==================== uart_rx_deserializer
===== config.mk =====
export PLATFORM = sky130hd
export DESIGN_NAME = uart_rx_deserializer
export DESIGN_NICKNAME = d
export VERILOG_FILES = /design/src/rtl/uart_rx_deserializer.sv
export SDC_FILE = /design/constraint.sdc
export NUM_CORES = 1
export LEC_CHECK = 0
export ABC_CLOCK_PERIOD_IN_PS = 2100
export CAP_MARGIN = 30
export CORE_MARGIN = 2
export CORE_UTILIZATION = 33
export DETAILED_ROUTE_END_ITERATION = 12
export GPL_TIMING_DRIVEN = 0
export PLACE_DENSITY = 0.47
export SLEW_MARGIN = 40
export SYNTH_ARGS = -nofsm -noshare
export SYNTH_HDL_FRONTEND = slang
export SYNTH_SLANG_ARGS = --single-unit

===== constraint.sdc =====
create_clock -name clk_i -period 2.1 [get_ports clk_i]
set_input_delay 0.42 -clock clk_i [delete_from_list [all_inputs] [get_ports clk_i]]
set_output_delay 0.42 -clock clk_i [all_outputs]
set_load 0.02 [all_outputs]

===== src/rtl/uart_rx_deserializer.sv =====
// uart_rx_deserializer: UART receive path from the rx_i pad to the RX FIFO push port.
//   Double-flop synchronizes rx_i, runs a 16x-oversampled frame FSM
//   (IDLE/START/DATA/PARITY/STOP), then emits one push strobe per frame, or an
//   overrun pulse when the FIFO cannot accept the character.
// Ports:
//   clk_i, rst_ni      clock, asynchronous active-low reset
//   baud_tick_i        one-clk pulse at 16x baud; every state advance waits for it
//   rx_i               asynchronous serial input, idle high
//   wlen_i, parity_*   LCR line format, latched when a start bit is taken
//   rx_ready_i         RX FIFO not full
//   rx_data_o          received character, right-justified, zero-extended
//   rx_valid_o         one-clk push strobe
//   parity_err_o, framing_err_o, break_o   character status, held until next push
//   overrun_o          one-clk pulse, character dropped
//   busy_o             receiver is inside a frame
// Optional: define UART_RX_BREAK_EN to flag break frames on break_o and hold the
//   receiver unarmed until the line returns high; otherwise break_o is tied 0.
module uart_rx_deserializer #(
    parameter int unsigned SYNC_STAGES = 2,
    parameter int unsigned OVERSAMPLE  = 16
) (
    input  logic       clk_i,
    input  logic       rst_ni,
    input  logic       baud_tick_i,
    input  logic       rx_i,
    input  logic [1:0] wlen_i,
    input  logic       parity_en_i,
    input  logic       parity_even_i,
    input  logic       parity_stick_i,
    input  logic       rx_ready_i,
    output logic [7:0] rx_data_o,
    output logic       rx_valid_o,
    output logic       parity_err_o,
    output logic       framing_err_o,
    output logic       overrun_o,
    output logic       break_o,
    output logic       busy_o
);

    localparam int unsigned TCNT_W   = 4;
    localparam int unsigned BIDX_W   = 3;
    localparam int unsigned DATA_W   = 8;
    localparam logic [TCNT_W-1:0] TCNT_MID  = TCNT_W'(OVERSAMPLE / 2 - 1);
    localparam logic [TCNT_W-1:0] TCNT_LAST = TCNT_W'(OVERSAMPLE - 1);

    typedef enum logic [2:0] {
        S_IDLE,
        S_START,
        S_DATA,
        S_PARITY,
        S_STOP
    } state_e;

    logic [SYNC_STAGES-1:0] sync_q, sync_d;
    logic                   rx_s;

    state_e              state_q, state_d;
    logic [TCNT_W-1:0]   tcnt_q, tcnt_d;
    logic                armed_q, armed_d;
    logic [BIDX_W-1:0]   bit_q, bit_d;
    logic [1:0]          wlen_q, wlen_d;
    logic                pen_q, pen_d;
    logic                peven_q, peven_d;
    logic                pstick_q, pstick_d;
    logic [DATA_W-1:0]   shift_q, shift_d;
    logic                perr_q, perr_d;
    logic                ferr_q, ferr_d;
    logic                emit_q, emit_d;

    logic [DATA_W-1:0]   rx_data_q, rx_data_d;
    logic                rx_valid_q, rx_valid_d;
    logic                parity_err_q, parity_err_d;
    logic                framing_err_q, framing_err_d;
    logic                overrun_q, overrun_d;
    logic                busy_q, busy_d;

    logic                exp_par;
    logic                last_bit;
    logic                brk_frame;

`ifdef UART_RX_BREAK_EN
    logic pbit_q, pbit_d;
    logic brk_q, brk_d;
    logic break_q, break_d;
`endif

    assign rx_s     = sync_q[SYNC_STAGES-1];
    assign exp_par  = pstick_q ? ~peven_q : (peven_q ? ^shift_q : ~(^shift_q));
    assign last_bit = (bit_q == (BIDX_W'(wlen_q) + BIDX_W'(4)));

    // Break frame: all data bits 0, parity bit 0 when enabled, first stop bit 0.
`ifdef UART_RX_BREAK_EN
    assign brk_frame = (shift_q == '0) && !rx_s && (!pen_q || !pbit_q);
`else
    assign brk_frame = 1'b0;
`endif

    // Next-state and output logic.
    always_comb begin
        sync_d        = {sync_q[SYNC_STAGES-2:0], rx_i};
        state_d       = state_q;
        tcnt_d        = tcnt_q;
        armed_d       = armed_q;
        bit_d         = bit_q;
        wlen_d        = wlen_q;
        pen_d         = pen_q;
        peven_d       = peven_q;
        pstick_d      = pstick_q;
        shift_d       = shift_q;
        perr_d        = perr_q;
        ferr_d        = ferr_q;
        emit_d        = 1'b0;
        rx_data_d     = rx_data_q;
        rx_valid_d    = 1'b0;
        parity_err_d  = parity_err_q;
        framing_err_d = framing_err_q;
        overrun_d     = 1'b0;
`ifdef UART_RX_BREAK_EN
        pbit_d        = pbit_q;
        brk_d         = brk_q;
        break_d       = break_q;
`endif

        // Output cycle, one clk after the stop sample; runs alongside the FSM.
        if (emit_q) begin
            if (rx_ready_i) begin
                rx_valid_d    = 1'b1;
                rx_data_d     = shift_q;
                framing_err_d = ferr_q;
`ifdef UART_RX_BREAK_EN
                parity_err_d  = perr_q & ~brk_q;
                break_d       = brk_q;
`else
                parity_err_d  = perr_q;
`endif
            end else begin
                overrun_d = 1'b1;
            end
        end

        if (baud_tick_i) begin
            unique case (state_q)
                S_IDLE: begin
                    if (rx_s) begin
                        armed_d = 1'b1;
                    end else if (armed_q) begin
                        state_d  = S_START;
                        tcnt_d   = '0;
                        bit_d    = '0;
                        shift_d  = '0;
                        perr_d   = 1'b0;
                        ferr_d   = 1'b0;
                        wlen_d   = wlen_i;
                        pen_d    = parity_en_i;
                        peven_d  = parity_even_i;
                        pstick_d = parity_stick_i;
`ifdef UART_RX_BREAK_EN
                        pbit_d   = 1'b0;
                        brk_d    = 1'b0;
`endif
                    end
                end
                S_START: begin
                    tcnt_d = tcnt_q + TCNT_W'(1);
                    if (tcnt_q == TCNT_MID) begin
                        if (!rx_s) begin
                            state_d = S_DATA;
                            tcnt_d  = '0;
                        end else begin
                            state_d = S_IDLE;
                        end
                    end
                end
                S_DATA: begin
                    tcnt_d = tcnt_q + TCNT_W'(1);
                    if (tcnt_q == TCNT_LAST) begin
                        shift_d[bit_q] = rx_s;
                        bit_d          = bit_q + BIDX_W'(1);
                        if (last_bit) begin
                            state_d = pen_q ? S_PARITY : S_STOP;
                        end
                    end
                end
                S_PARITY: begin
                    tcnt_d = tcnt_q + TCNT_W'(1);
                    if (tcnt_q == TCNT_LAST) begin
                        perr_d  = (rx_s != exp_par);
`ifdef UART_RX_BREAK_EN
                        pbit_d  = rx_s;
`endif
                        state_d = S_STOP;
                    end
                end
                S_STOP: begin
                    tcnt_d = tcnt_q + TCNT_W'(1);
                    if (tcnt_q == TCNT_LAST) begin
                        ferr_d  = ~rx_s;
                        emit_d  = 1'b1;
                        state_d = S_IDLE;
                        // A low stop bit leaves us unarmed until the line is seen high.
                        armed_d = rx_s & ~brk_frame;
`ifdef UART_RX_BREAK_EN
                        brk_d   = brk_frame;
`endif
                    end
                end
                default: state_d = S_IDLE;
            endcase
        end

        busy_d = (state_d != S_IDLE);
    end

    // State and output registers.
    always_ff @(posedge clk_i or negedge rst_ni) begin
        if (!rst_ni) begin
            sync_q        <= '1;
            state_q       <= S_IDLE;
            tcnt_q        <= '0;
            armed_q       <= 1'b0;
            bit_q         <= '0;
            wlen_q        <= '0;
            pen_q         <= 1'b0;
            peven_q       <= 1'b0;
            pstick_q      <= 1'b0;
            shift_q       <= '0;
            perr_q        <= 1'b0;
            ferr_q        <= 1'b0;
            emit_q        <= 1'b0;
            rx_data_q     <= '0;
            rx_valid_q    <= 1'b0;
            parity_err_q  <= 1'b0;
            framing_err_q <= 1'b0;
            overrun_q     <= 1'b0;
            busy_q        <= 1'b0;
`ifdef UART_RX_BREAK_EN
            pbit_q        <= 1'b0;
            brk_q         <= 1'b0;
            break_q       <= 1'b0;
`endif
        end else begin
            sync_q        <= sync_d;
            state_q       <= state_d;
            tcnt_q        <= tcnt_d;
            armed_q       <= armed_d;
            bit_q         <= bit_d;
            wlen_q        <= wlen_d;
            pen_q         <= pen_d;
            peven_q       <= peven_d;
            pstick_q      <= pstick_d;
            shift_q       <= shift_d;
            perr_q        <= perr_d;
            ferr_q        <= ferr_d;
            emit_q        <= emit_d;
            rx_data_q     <= rx_data_d;
            rx_valid_q    <= rx_valid_d;
            parity_err_q  <= parity_err_d;
            framing_err_q <= framing_err_d;
            overrun_q     <= overrun_d;
            busy_q        <= busy_d;
`ifdef UART_RX_BREAK_EN
            pbit_q        <= pbit_d;
            brk_q         <= brk_d;
            break_q       <= break_d;
`endif
        end
    end

    assign rx_data_o     = rx_data_q;
    assign rx_valid_o    = rx_valid_q;
    assign parity_err_o  = parity_err_q;
    assign framing_err_o = framing_err_q;
    assign overrun_o     = overrun_q;
    assign busy_o        = busy_q;
`ifdef UART_RX_BREAK_EN
    assign break_o       = break_q;
`else
    assign break_o       = 1'b0;
`endif

endmodule

==================== led_serial_driver
[src/rtl/led_serial_driver.sv]
// Self-timed serial LED chain driver: snapshots a WIDTH-bit bitmap on a refresh tick
// or an update request and shifts it out on led_do/led_clk, with coalesced re-triggers.
module led_serial_driver #(
    parameter int WIDTH          = 16,
    parameter int SCLK_HALF      = 2,
    parameter int REFRESH_PERIOD = 524288,
    parameter int MSB_FIRST      = 1,
    parameter int INVERT         = 0
) (
    input  logic             clk,
    input  logic             rst,
    input  logic [WIDTH-1:0] bitmap,
    input  logic             enable,
    input  logic             update,
    output logic             led_clk,
    output logic             led_do,
    output logic             busy,
    output logic             done
);

    localparam int IDX_W = (WIDTH > 1) ? $clog2(WIDTH) : 1;
    localparam int PH_W  = (SCLK_HALF > 1) ? $clog2(SCLK_HALF) : 1;
    localparam int CNT_W = (REFRESH_PERIOD > 1) ? $clog2(REFRESH_PERIOD) : 1;
    localparam logic [IDX_W-1:0] LAST_IDX = IDX_W'(WIDTH - 1);
    localparam logic [PH_W-1:0]  LAST_PH  = PH_W'(SCLK_HALF - 1);

    typedef enum logic [1:0] {IDLE, SHIFT_LO, SHIFT_HI, DONE} state_t;

    state_t           r_state, w_state_next;
    logic [WIDTH-1:0] r_shift, w_shift_next;
    logic [IDX_W-1:0] r_bit_idx, w_bit_idx_next;
    logic [PH_W-1:0]  r_phase, w_phase_next;
    logic             r_pending, w_pending_next;
    logic             r_led_clk, r_led_do, r_busy, r_done;
    logic             w_led_clk_next, w_led_do_next, w_busy_next, w_done_next;
    logic             w_tick, w_trig;

    generate
        if (REFRESH_PERIOD > 0) begin : g_refresh
            localparam logic [CNT_W-1:0] LAST_CNT = CNT_W'(REFRESH_PERIOD - 1);
            logic [CNT_W-1:0] r_refresh_cnt;

            always_ff @(posedge clk or negedge rst) begin
                if (!rst)
                    r_refresh_cnt <= '0;
                else if (!enable || r_refresh_cnt == LAST_CNT)
                    r_refresh_cnt <= '0;
                else
                    r_refresh_cnt <= r_refresh_cnt + CNT_W'(1);
            end

            assign w_tick = enable && (r_refresh_cnt == LAST_CNT);
        end else begin : g_no_refresh
            assign w_tick = 1'b0;
        end
    endgenerate

    assign w_trig = w_tick | update;

    // The bit being presented always sits at one fixed end of the shift register.
    function automatic logic cur_bit(input logic [WIDTH-1:0] s);
        return (MSB_FIRST != 0) ? s[WIDTH-1] : s[0];
    endfunction

    function automatic logic [WIDTH-1:0] advance(input logic [WIDTH-1:0] s);
        return (MSB_FIRST != 0) ? (s << 1) : (s >> 1);
    endfunction

    always_comb begin
        w_state_next   = r_state;
        w_shift_next   = r_shift;
        w_bit_idx_next = r_bit_idx;
        w_phase_next   = r_phase;
        w_pending_next = r_pending;
        case (r_state)
            IDLE: begin
                if (w_trig || r_pending) begin
                    w_state_next   = SHIFT_LO;
                    w_shift_next   = bitmap;
                    w_bit_idx_next = '0;
                    w_phase_next   = '0;
                    w_pending_next = 1'b0;
                end
            end
            SHIFT_LO: begin
                if (w_trig) w_pending_next = 1'b1;
                if (r_phase == LAST_PH) begin
                    w_phase_next = '0;
                    w_state_next = SHIFT_HI;
                end else begin
                    w_phase_next = r_phase + PH_W'(1);
                end
            end
            SHIFT_HI: begin
                if (w_trig) w_pending_next = 1'b1;
                if (r_phase == LAST_PH) begin
                    w_phase_next = '0;
                    if (r_bit_idx == LAST_IDX) begin
                        w_state_next = DONE;
                    end else begin
                        w_bit_idx_next = r_bit_idx + IDX_W'(1);
                        w_shift_next   = advance(r_shift);
                        w_state_next   = SHIFT_LO;
                    end
                end else begin
                    w_phase_next = r_phase + PH_W'(1);
                end
            end
            DONE: begin
                // A trigger landing here re-arms pending even as the old one is consumed.
                w_pending_next = w_trig;
                if (r_pending) begin
                    w_state_next   = SHIFT_LO;
                    w_shift_next   = bitmap;
                    w_bit_idx_next = '0;
                    w_phase_next   = '0;
                end else begin
                    w_state_next = IDLE;
                end
            end
            default: w_state_next = IDLE;
        endcase

        w_busy_next    = (w_state_next == SHIFT_LO) || (w_state_next == SHIFT_HI);
        w_done_next    = (w_state_next == DONE);
        w_led_clk_next = (w_state_next != SHIFT_LO);
        w_led_do_next  = w_busy_next ? (cur_bit(w_shift_next) ^ (INVERT != 0)) : 1'b0;
    end

    always_ff @(posedge clk or negedge rst) begin
        if (!rst) begin
            r_state   <= IDLE;
            r_shift   <= '0;
            r_bit_idx <= '0;
            r_phase   <= '0;
            r_pending <= 1'b0;
            r_led_clk <= 1'b1;
            r_led_do  <= 1'b0;
            r_busy    <= 1'b0;
            r_done    <= 1'b0;
        end else begin
            r_state   <= w_state_next;
            r_shift   <= w_shift_next;
            r_bit_idx <= w_bit_idx_next;
            r_phase   <= w_phase_next;
            r_pending <= w_pending_next;
            r_led_clk <= w_led_clk_next;
            r_led_do  <= w_led_do_next;
            r_busy    <= w_busy_next;
            r_done    <= w_done_next;
        end
    end

    assign led_clk = r_led_clk;
    assign led_do  = r_led_do;
    assign busy    = r_busy;
    assign done    = r_done;

endmodule

[config.mk]
export PLATFORM = sky130hd
export DESIGN_NAME = led_serial_driver
export DESIGN_NICKNAME = d
export VERILOG_FILES = /design/src/rtl/led_serial_driver.sv
export SDC_FILE = /design/constraint.sdc
export NUM_CORES = 1
export LEC_CHECK = 0
export ABC_AREA = 0
export CAP_MARGIN = 30
export CORE_MARGIN = 2
export CORE_UTILIZATION = 50
export CTS_BUF_LIST = sky130_fd_sc_hd__clkbuf_8
export DETAILED_ROUTE_END_ITERATION = 7
export PLACE_DENSITY = 0.82
export SETUP_SLACK_MARGIN = 0.4
export SYNTH_ARGS = -nofsm -noshare
export SYNTH_HDL_FRONTEND = slang
export SYNTH_SLANG_ARGS = --single-unit
[constraint.sdc]
create_clock -name clk -period 5.2 [get_ports clk]
set_input_delay 1.04 -clock clk [delete_from_list [all_inputs] [get_ports clk]]
set_output_delay 1.04 -clock clk [all_outputs]
set_load 0.03 [all_outputs]
### M3 wires, led_serial_driver

Drawn at 4 px/µm.
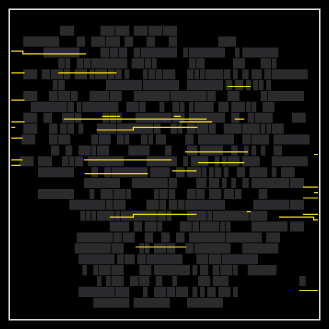
longest straight run: 35.4 µm
wire length on this layer: 263 µm
nets with wire on the layer: 24

==> results.txt, led_serial_driver <==
Figures from the flow reports.

Power and ir drop:
- The run puts the sequential cell fraction of total power at 39.0%.
- The run puts the switching component of the power at roughly 540 µW.
- The run puts the sequential power at around 520 µW.
- Per report_power, the Clock row totals approximately 240 µW.
- The leakage component of the power was reported as 0.00130 µW.

Yosys:
- The run puts the synthesized flop and latch total at roughly 47.
- In the synthesized netlist the dominant register cell turns out to be sky130_fd_sc_hd__dfrtp_1.
- The run gives the dominant kind of combinational cell as simple AND/OR/NAND/NOR gates.
- By count the netlist is led by 46 x sky130_fd_sc_hd__dfrtp_1, 31 x sky130_fd_sc_hd__nand2_1, 29 x sky130_fd_sc_hd__nor2_1.
- The largest total area in the synthesized netlist belongs to sky130_fd_sc_hd__dfrtp_1.

Timing:
- The run puts the share of the clock period used by the worst path at a little over half.

Final layout:
- In the final layout, the registers with the most flip-flops are g_refresh.r_refresh_cnt (19), r_shift (16), r_bit_idx (4).
- The run puts the proportion of cell area spent on the clock network at about 3.3%.
- The run puts the fraction of area in multi-input gates at roughly 46%.
- The run gives the sequential standard cell area as ~0.0012 mm².
- By area, multi-input combinational cells come first.
- The layout has about 480 filler cells.
- The run puts the final-layout non-clock buffer area share at 8.72%.
- The run gives the layout buffer count excluding clock buffers as 26.
- The run puts the sequential cell count at 47.

Outcome:
- The flow ran to the end, and the final reports show no timing, DRC or antenna violations.

Setup path:
- The timing report lists the critical path depth as 7 cells.

Die:
- The run gives the die span in x as approximately 77 µm.
- The run gives the number of placed I/O pins as 24.

Job:
- The stage logs contain a warning count of 31.
- The run puts the number of violations of the max-capacitance limit at 0.

Clock tree:
- CTS added clock buffers totalling 5.
-- led_serial_driver: per-stage QoR --
step,instances,instance area (µm²),util [%],power [µW]
2_1_floorplan,288,2680,-,918
3_3_place_gp,368,2930,56.9,1040
3_5_place_dp,370,2960,57.6,1080
4_1_cts,378,3060,59.6,1320
5_1_grt,379,3070,59.7,1430
6_report,379,3070,59.7,1330
-- led_serial_driver: layer usage --
layer	track usage, %	vias up	part of all wire, %
met5	0	-	0
met4	5.18	0	1.4
met3	4.82	9	4.9
met2	29.4	47	45
met1	28.6	973	48
li1	-	1061	-
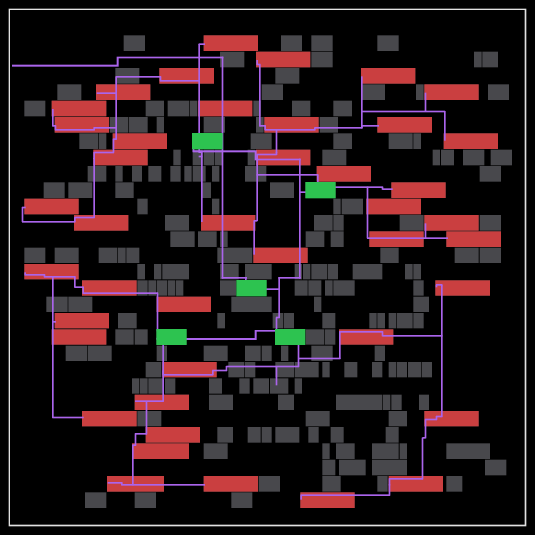
*Clock network drawn from the DEF, uart_rx_deserializer*
Drawn at 6 px/µm.
[purple] clock wires | length: 639 µm
[green] clock drivers | count: 5
[red] flip-flops | count: 42
routed clock nets: 6

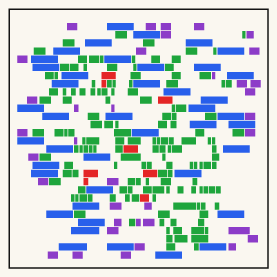
*Cell classes on the final placement, uart_rx_deserializer*
Drawn at 3 px/µm.
[green] combinational and other logic | cells: 148
[red] clock drivers and dummy loads | cells: 8
[purple] remaining buffers and delay cells | cells: 36
[blue] sequential cells | cells: 42

==> results.txt, uart_rx_deserializer <==
Figures from the flow reports.

Yosys:
- The run puts the cell count listed in synth_stat.txt at approximately 200.
- The run puts the area fraction in full adders, half adders and majority gates at 1.13%.
- The run puts the mean instance size in the synthesized netlist at 10.9 µm².
- The run gives the dominant kind of combinational cell as simple AND/OR/NAND/NOR gates.
- The run gives the fraction of synthesized area in multiplexers as 10.4%.

Setup path:
- In this run the critical path is formed by ha_1, and4_4, o21ai_4, nor2_4, mux2_2, a22o_1.

Timing:
- The run gives the setup TNS after final layout as 0 ns.
- The run puts the number of pins exceeding their max-slew limit in the final report at 0.
- In the final report, the number of endpoints failing setup comes to 0.
- After layout, the setup clock skew is reported as between 0.004 and 0.005 ns.

Clock tree:
- TritonCTS built the clock tree.
- The run gives the clock transition time at the flip-flop clock pins of the worst setup and hold paths as 0.09 ns.
- The run puts the post-CTS resize count at 0.

Route:
- The run gives the post-detailed-route via-to-cell ratio as 4.91.
- The run gives the post-detailed-route wirelength per cell as about 14 µm.
- The routed layout reports a DRC error count of 1.

GRT:
- Entering global routing, the biggest net connects 24 pins.

Power and ir drop:
- The run gives the switching power as a share of total power as 34.3%.

Die:
- The vertical die dimension reported for this design is 85.8 µm.
- The run puts the number of tap cells added at floorplan at 77.
- Pin placement for this block handled 24 I/O pins.
- The run gives the floorplan-stage core utilization as around a third.

Outcome:
- The run finished, with violations left.
- The checks that failed: design-rule violations.

Hold path:
- The run gives the worst hold path cell count as 0.
- The path class of the tightest hold or removal check is reg2reg.

Final layout:
- Counting only logic cells after layout, the most numerous master is sky130_fd_sc_hd__dfrtp_1.
- Non-clock buffers make up about an eighth of the layout cell area.
uart_rx_deserializer: metal layers:
metal  up-vias  routed length, µm  track usage, %
li1        762                  -               -
met1       737               2290            19.3
met5         -                  0               0
met4         0                 56            4.76
met3         5                158            3.18
met2        23               1990            19.7
uart_rx_deserializer: power groups by stage:
stage | sequential (µW) | clock (µW) | combinational (µW)
2_1_floorplan | 1050 | 0 | 591
3_3_place_gp | 1060 | 0 | 754
3_5_place_dp | 1060 | 0 | 765
4_1_cts | 1050 | 562 | 769
5_1_grt | 1070 | 606 | 844
6_report | 1050 | 541 | 757

==================== io_uart_in
===== src/rtl/io_uart_in_pkg.sv =====
// Shared definitions for the UART receive peripheral: register map,
// register-select encoding and the interrupt threshold helper.
package io_uart_in_pkg;

  localparam int DEPTH_LOG2_DEF = 4;

  // Word addresses (byte address >> 2) on the dma_io bus.
  localparam logic [13:0] ADR_RXDATA_DEF = 14'h3204;
  localparam logic [13:0] ADR_STATUS_DEF = 14'h3205;
  localparam logic [13:0] ADR_CTRL_DEF   = 14'h3206;

  typedef enum logic [1:0] {
    SEL_NONE   = 2'd0,
    SEL_RXDATA = 2'd1,
    SEL_STATUS = 2'd2,
    SEL_CTRL   = 2'd3
  } reg_sel_e;

  // A zero threshold means "interrupt on any pending character".
  function automatic logic [3:0] eff_thresh(input logic [3:0] thresh);
    return (thresh == 4'd0) ? 4'd1 : thresh;
  endfunction

endpackage


===== src/rtl/io_uart_in_fifo.sv =====
// Generic synchronous 8-bit FIFO with a combinational head output.
// A push into a full FIFO is accepted only when a pop happens in the same cycle.
module io_uart_in_fifo #(
  parameter int DEPTH_LOG2 = 4
) (
  input  logic                  clk,
  input  logic                  rst_n,
  input  logic                  push,
  input  logic                  pop,
  input  logic                  flush,
  input  logic [7:0]            din,
  output logic [7:0]            dout,
  output logic                  full,
  output logic                  empty,
  output logic [DEPTH_LOG2:0]   count
);

  localparam int DEPTH = 1 << DEPTH_LOG2;
  localparam logic [DEPTH_LOG2:0]   FULL_CNT = (DEPTH_LOG2 + 1)'(DEPTH);
  localparam logic [DEPTH_LOG2:0]   CNT_ONE  = (DEPTH_LOG2 + 1)'(1);
  localparam logic [DEPTH_LOG2-1:0] PTR_ONE  = DEPTH_LOG2'(1);

  logic [7:0]            mem [DEPTH];
  logic [DEPTH_LOG2-1:0] rd_ptr;
  logic [DEPTH_LOG2-1:0] wr_ptr;
  logic                  do_pop;
  logic                  do_push;

  assign full    = (count == FULL_CNT);
  assign empty   = (count == '0);
  assign dout    = mem[rd_ptr];
  assign do_pop  = pop & ~empty;
  assign do_push = push & (~full | do_pop);

  always_ff @(posedge clk or negedge rst_n) begin
    if (!rst_n) begin
      rd_ptr <= '0;
      wr_ptr <= '0;
      count  <= '0;
    end else if (flush) begin
      rd_ptr <= '0;
      wr_ptr <= '0;
      count  <= '0;
    end else begin
      if (do_pop)  rd_ptr <= rd_ptr + PTR_ONE;
      if (do_push) wr_ptr <= wr_ptr + PTR_ONE;
      unique case ({do_push, do_pop})
        2'b10:   count <= count + CNT_ONE;
        2'b01:   count <= count - CNT_ONE;
        default: count <= count;
      endcase
    end
  end

  // NOTE: storage has no reset; validity is tracked by the pointers and
  // count, and leaving it unreset lets it map onto plain RAM/flops without a reset tree.
  always_ff @(posedge clk) begin
    if (do_push && !flush) mem[wr_ptr] <= din;
  end

endmodule


===== src/rtl/io_uart_in.sv =====
// UART receive peripheral on the dma_io bus: buffers received characters,
// exposes RXDATA/STATUS/CTRL and drives a level interrupt request.
module io_uart_in
  import io_uart_in_pkg::*;
#(
  parameter int          DEPTH_LOG2 = DEPTH_LOG2_DEF,
  parameter logic [13:0] ADR_RXDATA = ADR_RXDATA_DEF,
  parameter logic [13:0] ADR_STATUS = ADR_STATUS_DEF,
  parameter logic [13:0] ADR_CTRL   = ADR_CTRL_DEF
) (
  input  logic        clk,
  input  logic        rst_n,
  input  logic        dma_io_we,
  input  logic [13:0] dma_io_wadr,
  input  logic [31:0] dma_io_wdata,
  input  logic [13:0] dma_io_radr,
  input  logic        dma_io_radr_en,
  input  logic [31:0] dma_io_rdata_in,
  output logic [31:0] dma_io_rdata,
  input  logic [7:0]  uart_rx_char,
  input  logic        uart_rx_we,
  output logic        rx_int
);

  localparam logic [DEPTH_LOG2:0] CNT_ONE = (DEPTH_LOG2 + 1)'(1);

  reg_sel_e             rd_sel;
  logic                 wr_status;
  logic                 wr_ctrl;
  logic                 flush;
  logic                 pop_req;
  logic                 pop_ok;
  logic                 push_ok;
  logic                 push_drop;
  logic [7:0]           head;
  logic                 full;
  logic                 empty;
  logic [DEPTH_LOG2:0]  count;
  logic [DEPTH_LOG2:0]  count_next;

  logic                 ovf;
  logic                 ovf_next;
  logic                 ie;
  logic [3:0]           thresh;
  logic                 hit_q;
  logic [31:0]          rdata_q;
  logic [31:0]          rdata_next;
  logic                 int_next;

  // Read-side decode; writes are decoded separately so a same-cycle write
  // never alters what the read captures.
  always_comb begin
    rd_sel = SEL_NONE;
    if (dma_io_radr_en) begin
      if (dma_io_radr == ADR_RXDATA)      rd_sel = SEL_RXDATA;
      else if (dma_io_radr == ADR_STATUS) rd_sel = SEL_STATUS;
      else if (dma_io_radr == ADR_CTRL)   rd_sel = SEL_CTRL;
    end
  end

  assign wr_status = dma_io_we & (dma_io_wadr == ADR_STATUS);
  assign wr_ctrl   = dma_io_we & (dma_io_wadr == ADR_CTRL);
  assign flush     = wr_ctrl & dma_io_wdata[1];

  assign pop_req   = (rd_sel == SEL_RXDATA);
  assign pop_ok    = pop_req & ~empty;
  // A flushed push is discarded silently rather than counted as an overflow.
  assign push_ok   = uart_rx_we & ~flush & (~full | pop_ok);
  assign push_drop = uart_rx_we & ~flush & full & ~pop_ok;

  io_uart_in_fifo #(
    .DEPTH_LOG2 (DEPTH_LOG2)
  ) u_fifo (
    .clk   (clk),
    .rst_n (rst_n),
    .push  (uart_rx_we),
    .pop   (pop_req),
    .flush (flush),
    .din   (uart_rx_char),
    .dout  (head),
    .full  (full),
    .empty (empty),
    .count (count)
  );

  // NOTE: every signal driven from always_comb gets a default first so no
  // path through the block can leave it unassigned and infer a latch.
  always_comb begin
    count_next = count;
    if (flush) begin
      count_next = '0;
    end else begin
      unique case ({push_ok, pop_ok})
        2'b10:   count_next = count + CNT_ONE;
        2'b01:   count_next = count - CNT_ONE;
        default: count_next = count;
      endcase
    end
  end

  // Overflow is sticky; a new drop in the same cycle as a clear wins.
  assign ovf_next = (ovf & ~(wr_status & dma_io_wdata[7])) | push_drop;
  assign int_next = ie & ((count_next >= (DEPTH_LOG2 + 1)'(eff_thresh(thresh))) | ovf_next);

  always_comb begin
    rdata_next = 32'd0;
    unique case (rd_sel)
      SEL_RXDATA: rdata_next = empty ? 32'd0 : {23'd0, 1'b1, head};
      SEL_STATUS: rdata_next = {24'd0, ovf, full, empty, 5'(count)};
      SEL_CTRL:   rdata_next = {24'd0, thresh, 3'b000, ie};
      default:    rdata_next = 32'd0;
    endcase
  end

  // NOTE: state registers use non-blocking assignments so every flop samples
  // the pre-edge values regardless of statement order.
  always_ff @(posedge clk or negedge rst_n) begin
    if (!rst_n) begin
      ovf     <= 1'b0;
      ie      <= 1'b0;
      thresh  <= 4'd0;
      hit_q   <= 1'b0;
      rdata_q <= 32'd0;
      rx_int  <= 1'b0;
    end else begin
      ovf    <= ovf_next;
      rx_int <= int_next;
      hit_q  <= (rd_sel != SEL_NONE);
      if (rd_sel != SEL_NONE) rdata_q <= rdata_next;
      if (wr_ctrl) begin
        ie     <= dma_io_wdata[0];
        thresh <= dma_io_wdata[7:4];
      end
    end
  end

  assign dma_io_rdata = hit_q ? rdata_q : dma_io_rdata_in;

  logic unused_wdata;
  assign unused_wdata = ^{dma_io_wdata[31:8], dma_io_wdata[3:2]};

endmodule

===== config.mk =====
export PLATFORM = sky130hd
export DESIGN_NAME = io_uart_in
export DESIGN_NICKNAME = d
export VERILOG_FILES = /design/src/rtl/io_uart_in_pkg.sv /design/src/rtl/io_uart_in_fifo.sv /design/src/rtl/io_uart_in.sv
export SDC_FILE = /design/constraint.sdc
export NUM_CORES = 1
export LEC_CHECK = 0
export CAP_MARGIN = 10
export CORE_ASPECT_RATIO = 0.8
export CORE_MARGIN = 5
export CORE_UTILIZATION = 56
export DETAILED_ROUTE_END_ITERATION = 7
export PLACE_DENSITY = 0.85
export SYNTH_ARGS = -nofsm -noshare
export SYNTH_HDL_FRONTEND = slang
export SYNTH_HIERARCHICAL = 1
export SYNTH_SLANG_ARGS = --single-unit

===== constraint.sdc =====
create_clock -name clk -period 7.8 [get_ports clk]
set_clock_uncertainty 0.2 [all_clocks]
set_input_delay 1.56 -clock clk [delete_from_list [all_inputs] [get_ports clk]]
set_output_delay 1.56 -clock clk [all_outputs]
set_load 0.01 [all_outputs]

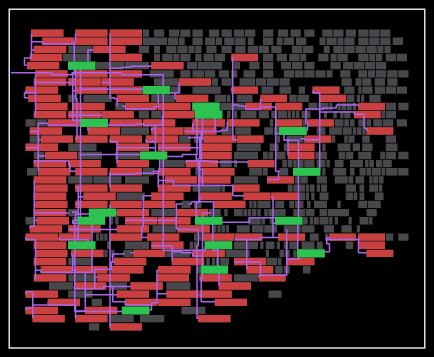
*Clock network drawn from the DEF, io_uart_in*
Drawn at 3 px/µm.
[red] flip-flops | count: 158
[purple] clock wires | length: 1820 µm
[green] clock drivers | count: 17
routed clock nets: 18

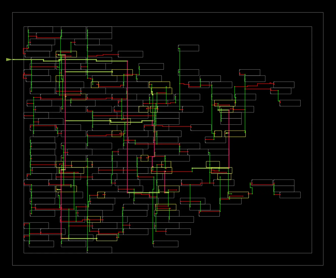
*Clock wiring as the flow saved it, io_uart_in*
Clock net power: 817 µW
clock latency reported for the late side of the worst-skew pair: 0.44 ns

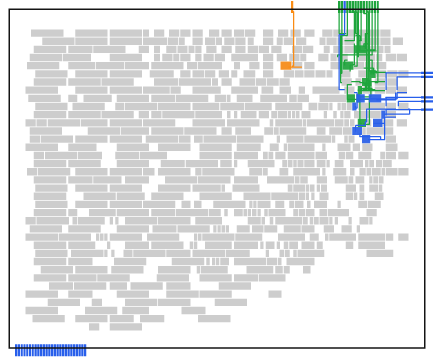
*Port wiring, io_uart_in*
Drawn at 3 px/µm.
[green] dma_io_wadr | bits: 14 | direction: input | end cells: 8 | buffers: 14 | wire: 403 µm
[orange] dma_io_radr_en | bits: 1 | direction: input | end cells: 1 | buffers: 1 | wire: 23.9 µm
[blue] dma_io_wdata | bits: 32 | direction: input | end cells: 9 | buffers: 6 | wire: 192 µm

==> results.txt <==
Figures from the flow reports.

Yosys:
- The warning tally printed by Yosys for this design is 6.
- The run gives the post-synth tally of flip-flops with integrated enable as between 100 and 150.
- Per the synthesis report, the adder-cell share of the synthesized area is under 10%.

Route:
- The pre-antenna-repair detailed-routing pass consisted of 5 iterations.

Timing:
- For reference, the final report shows the max-slew violation count at 0.
- Hold is met by 0.325 ns.
- At the pin with the least slew margin, the transition time is between 1 and 1.5 ns.
- The run gives the clock period minus final worst setup slack as approximately 5.5 ns.
- The run puts the final setup violation count at 0.

Power and ir drop:
- The run puts the static leakage at between 0.003 and 0.004 µW.

Final layout:
- The run puts the number of flip-flops in the largest register at between 100 and 150.
- The run gives the post-route standard cell area excluding fillers as between 0.009 and 0.01 mm².

Setup path:
- The run gives the highest-delay cell along the critical path as sky130_fd_sc_hd__clkdlybuf4s50_1.
- The run puts the worst path required time at a little under 8 ns.

Clock tree:
- TritonCTS built the clock tree.
- The run puts the clock transition time at the flip-flop clock pins of the worst setup and hold paths at 0.07 ns.

GRT:
- The run gives the global-route met3 utilization as around 5.2%.

Outcome:
- The run finished with clean final reports.

Hold path:
- The run puts the worst hold path cell count at 2.
[layout make-up]
cell class	instances	area, µm²	share of cell area [%]
Inverter	18	67.6	0.740
Sequential cell	158	4600	50.3
Tap cell	175	219	2.40
Clock inverter	15	165	1.81
Clock buffer	17	425	4.66
Timing Repair Buffer	114	1130	12.4
Multi-Input combinational cell	267	2520	27.6
[worst max-delay path, delay by kind of cell]
| kind | cells | cell delay [ns] |
|---|---|---|
| simple gates | 5 | 1.52 |
| compound gates | 6 | 1.05 |
| fa+ha+maj | 3 | 0.79 |
| buf+inv | 1 | 0.45 |
| xor+xnor | 2 | 0.29 |

Power and IR drop assume default switching activity.
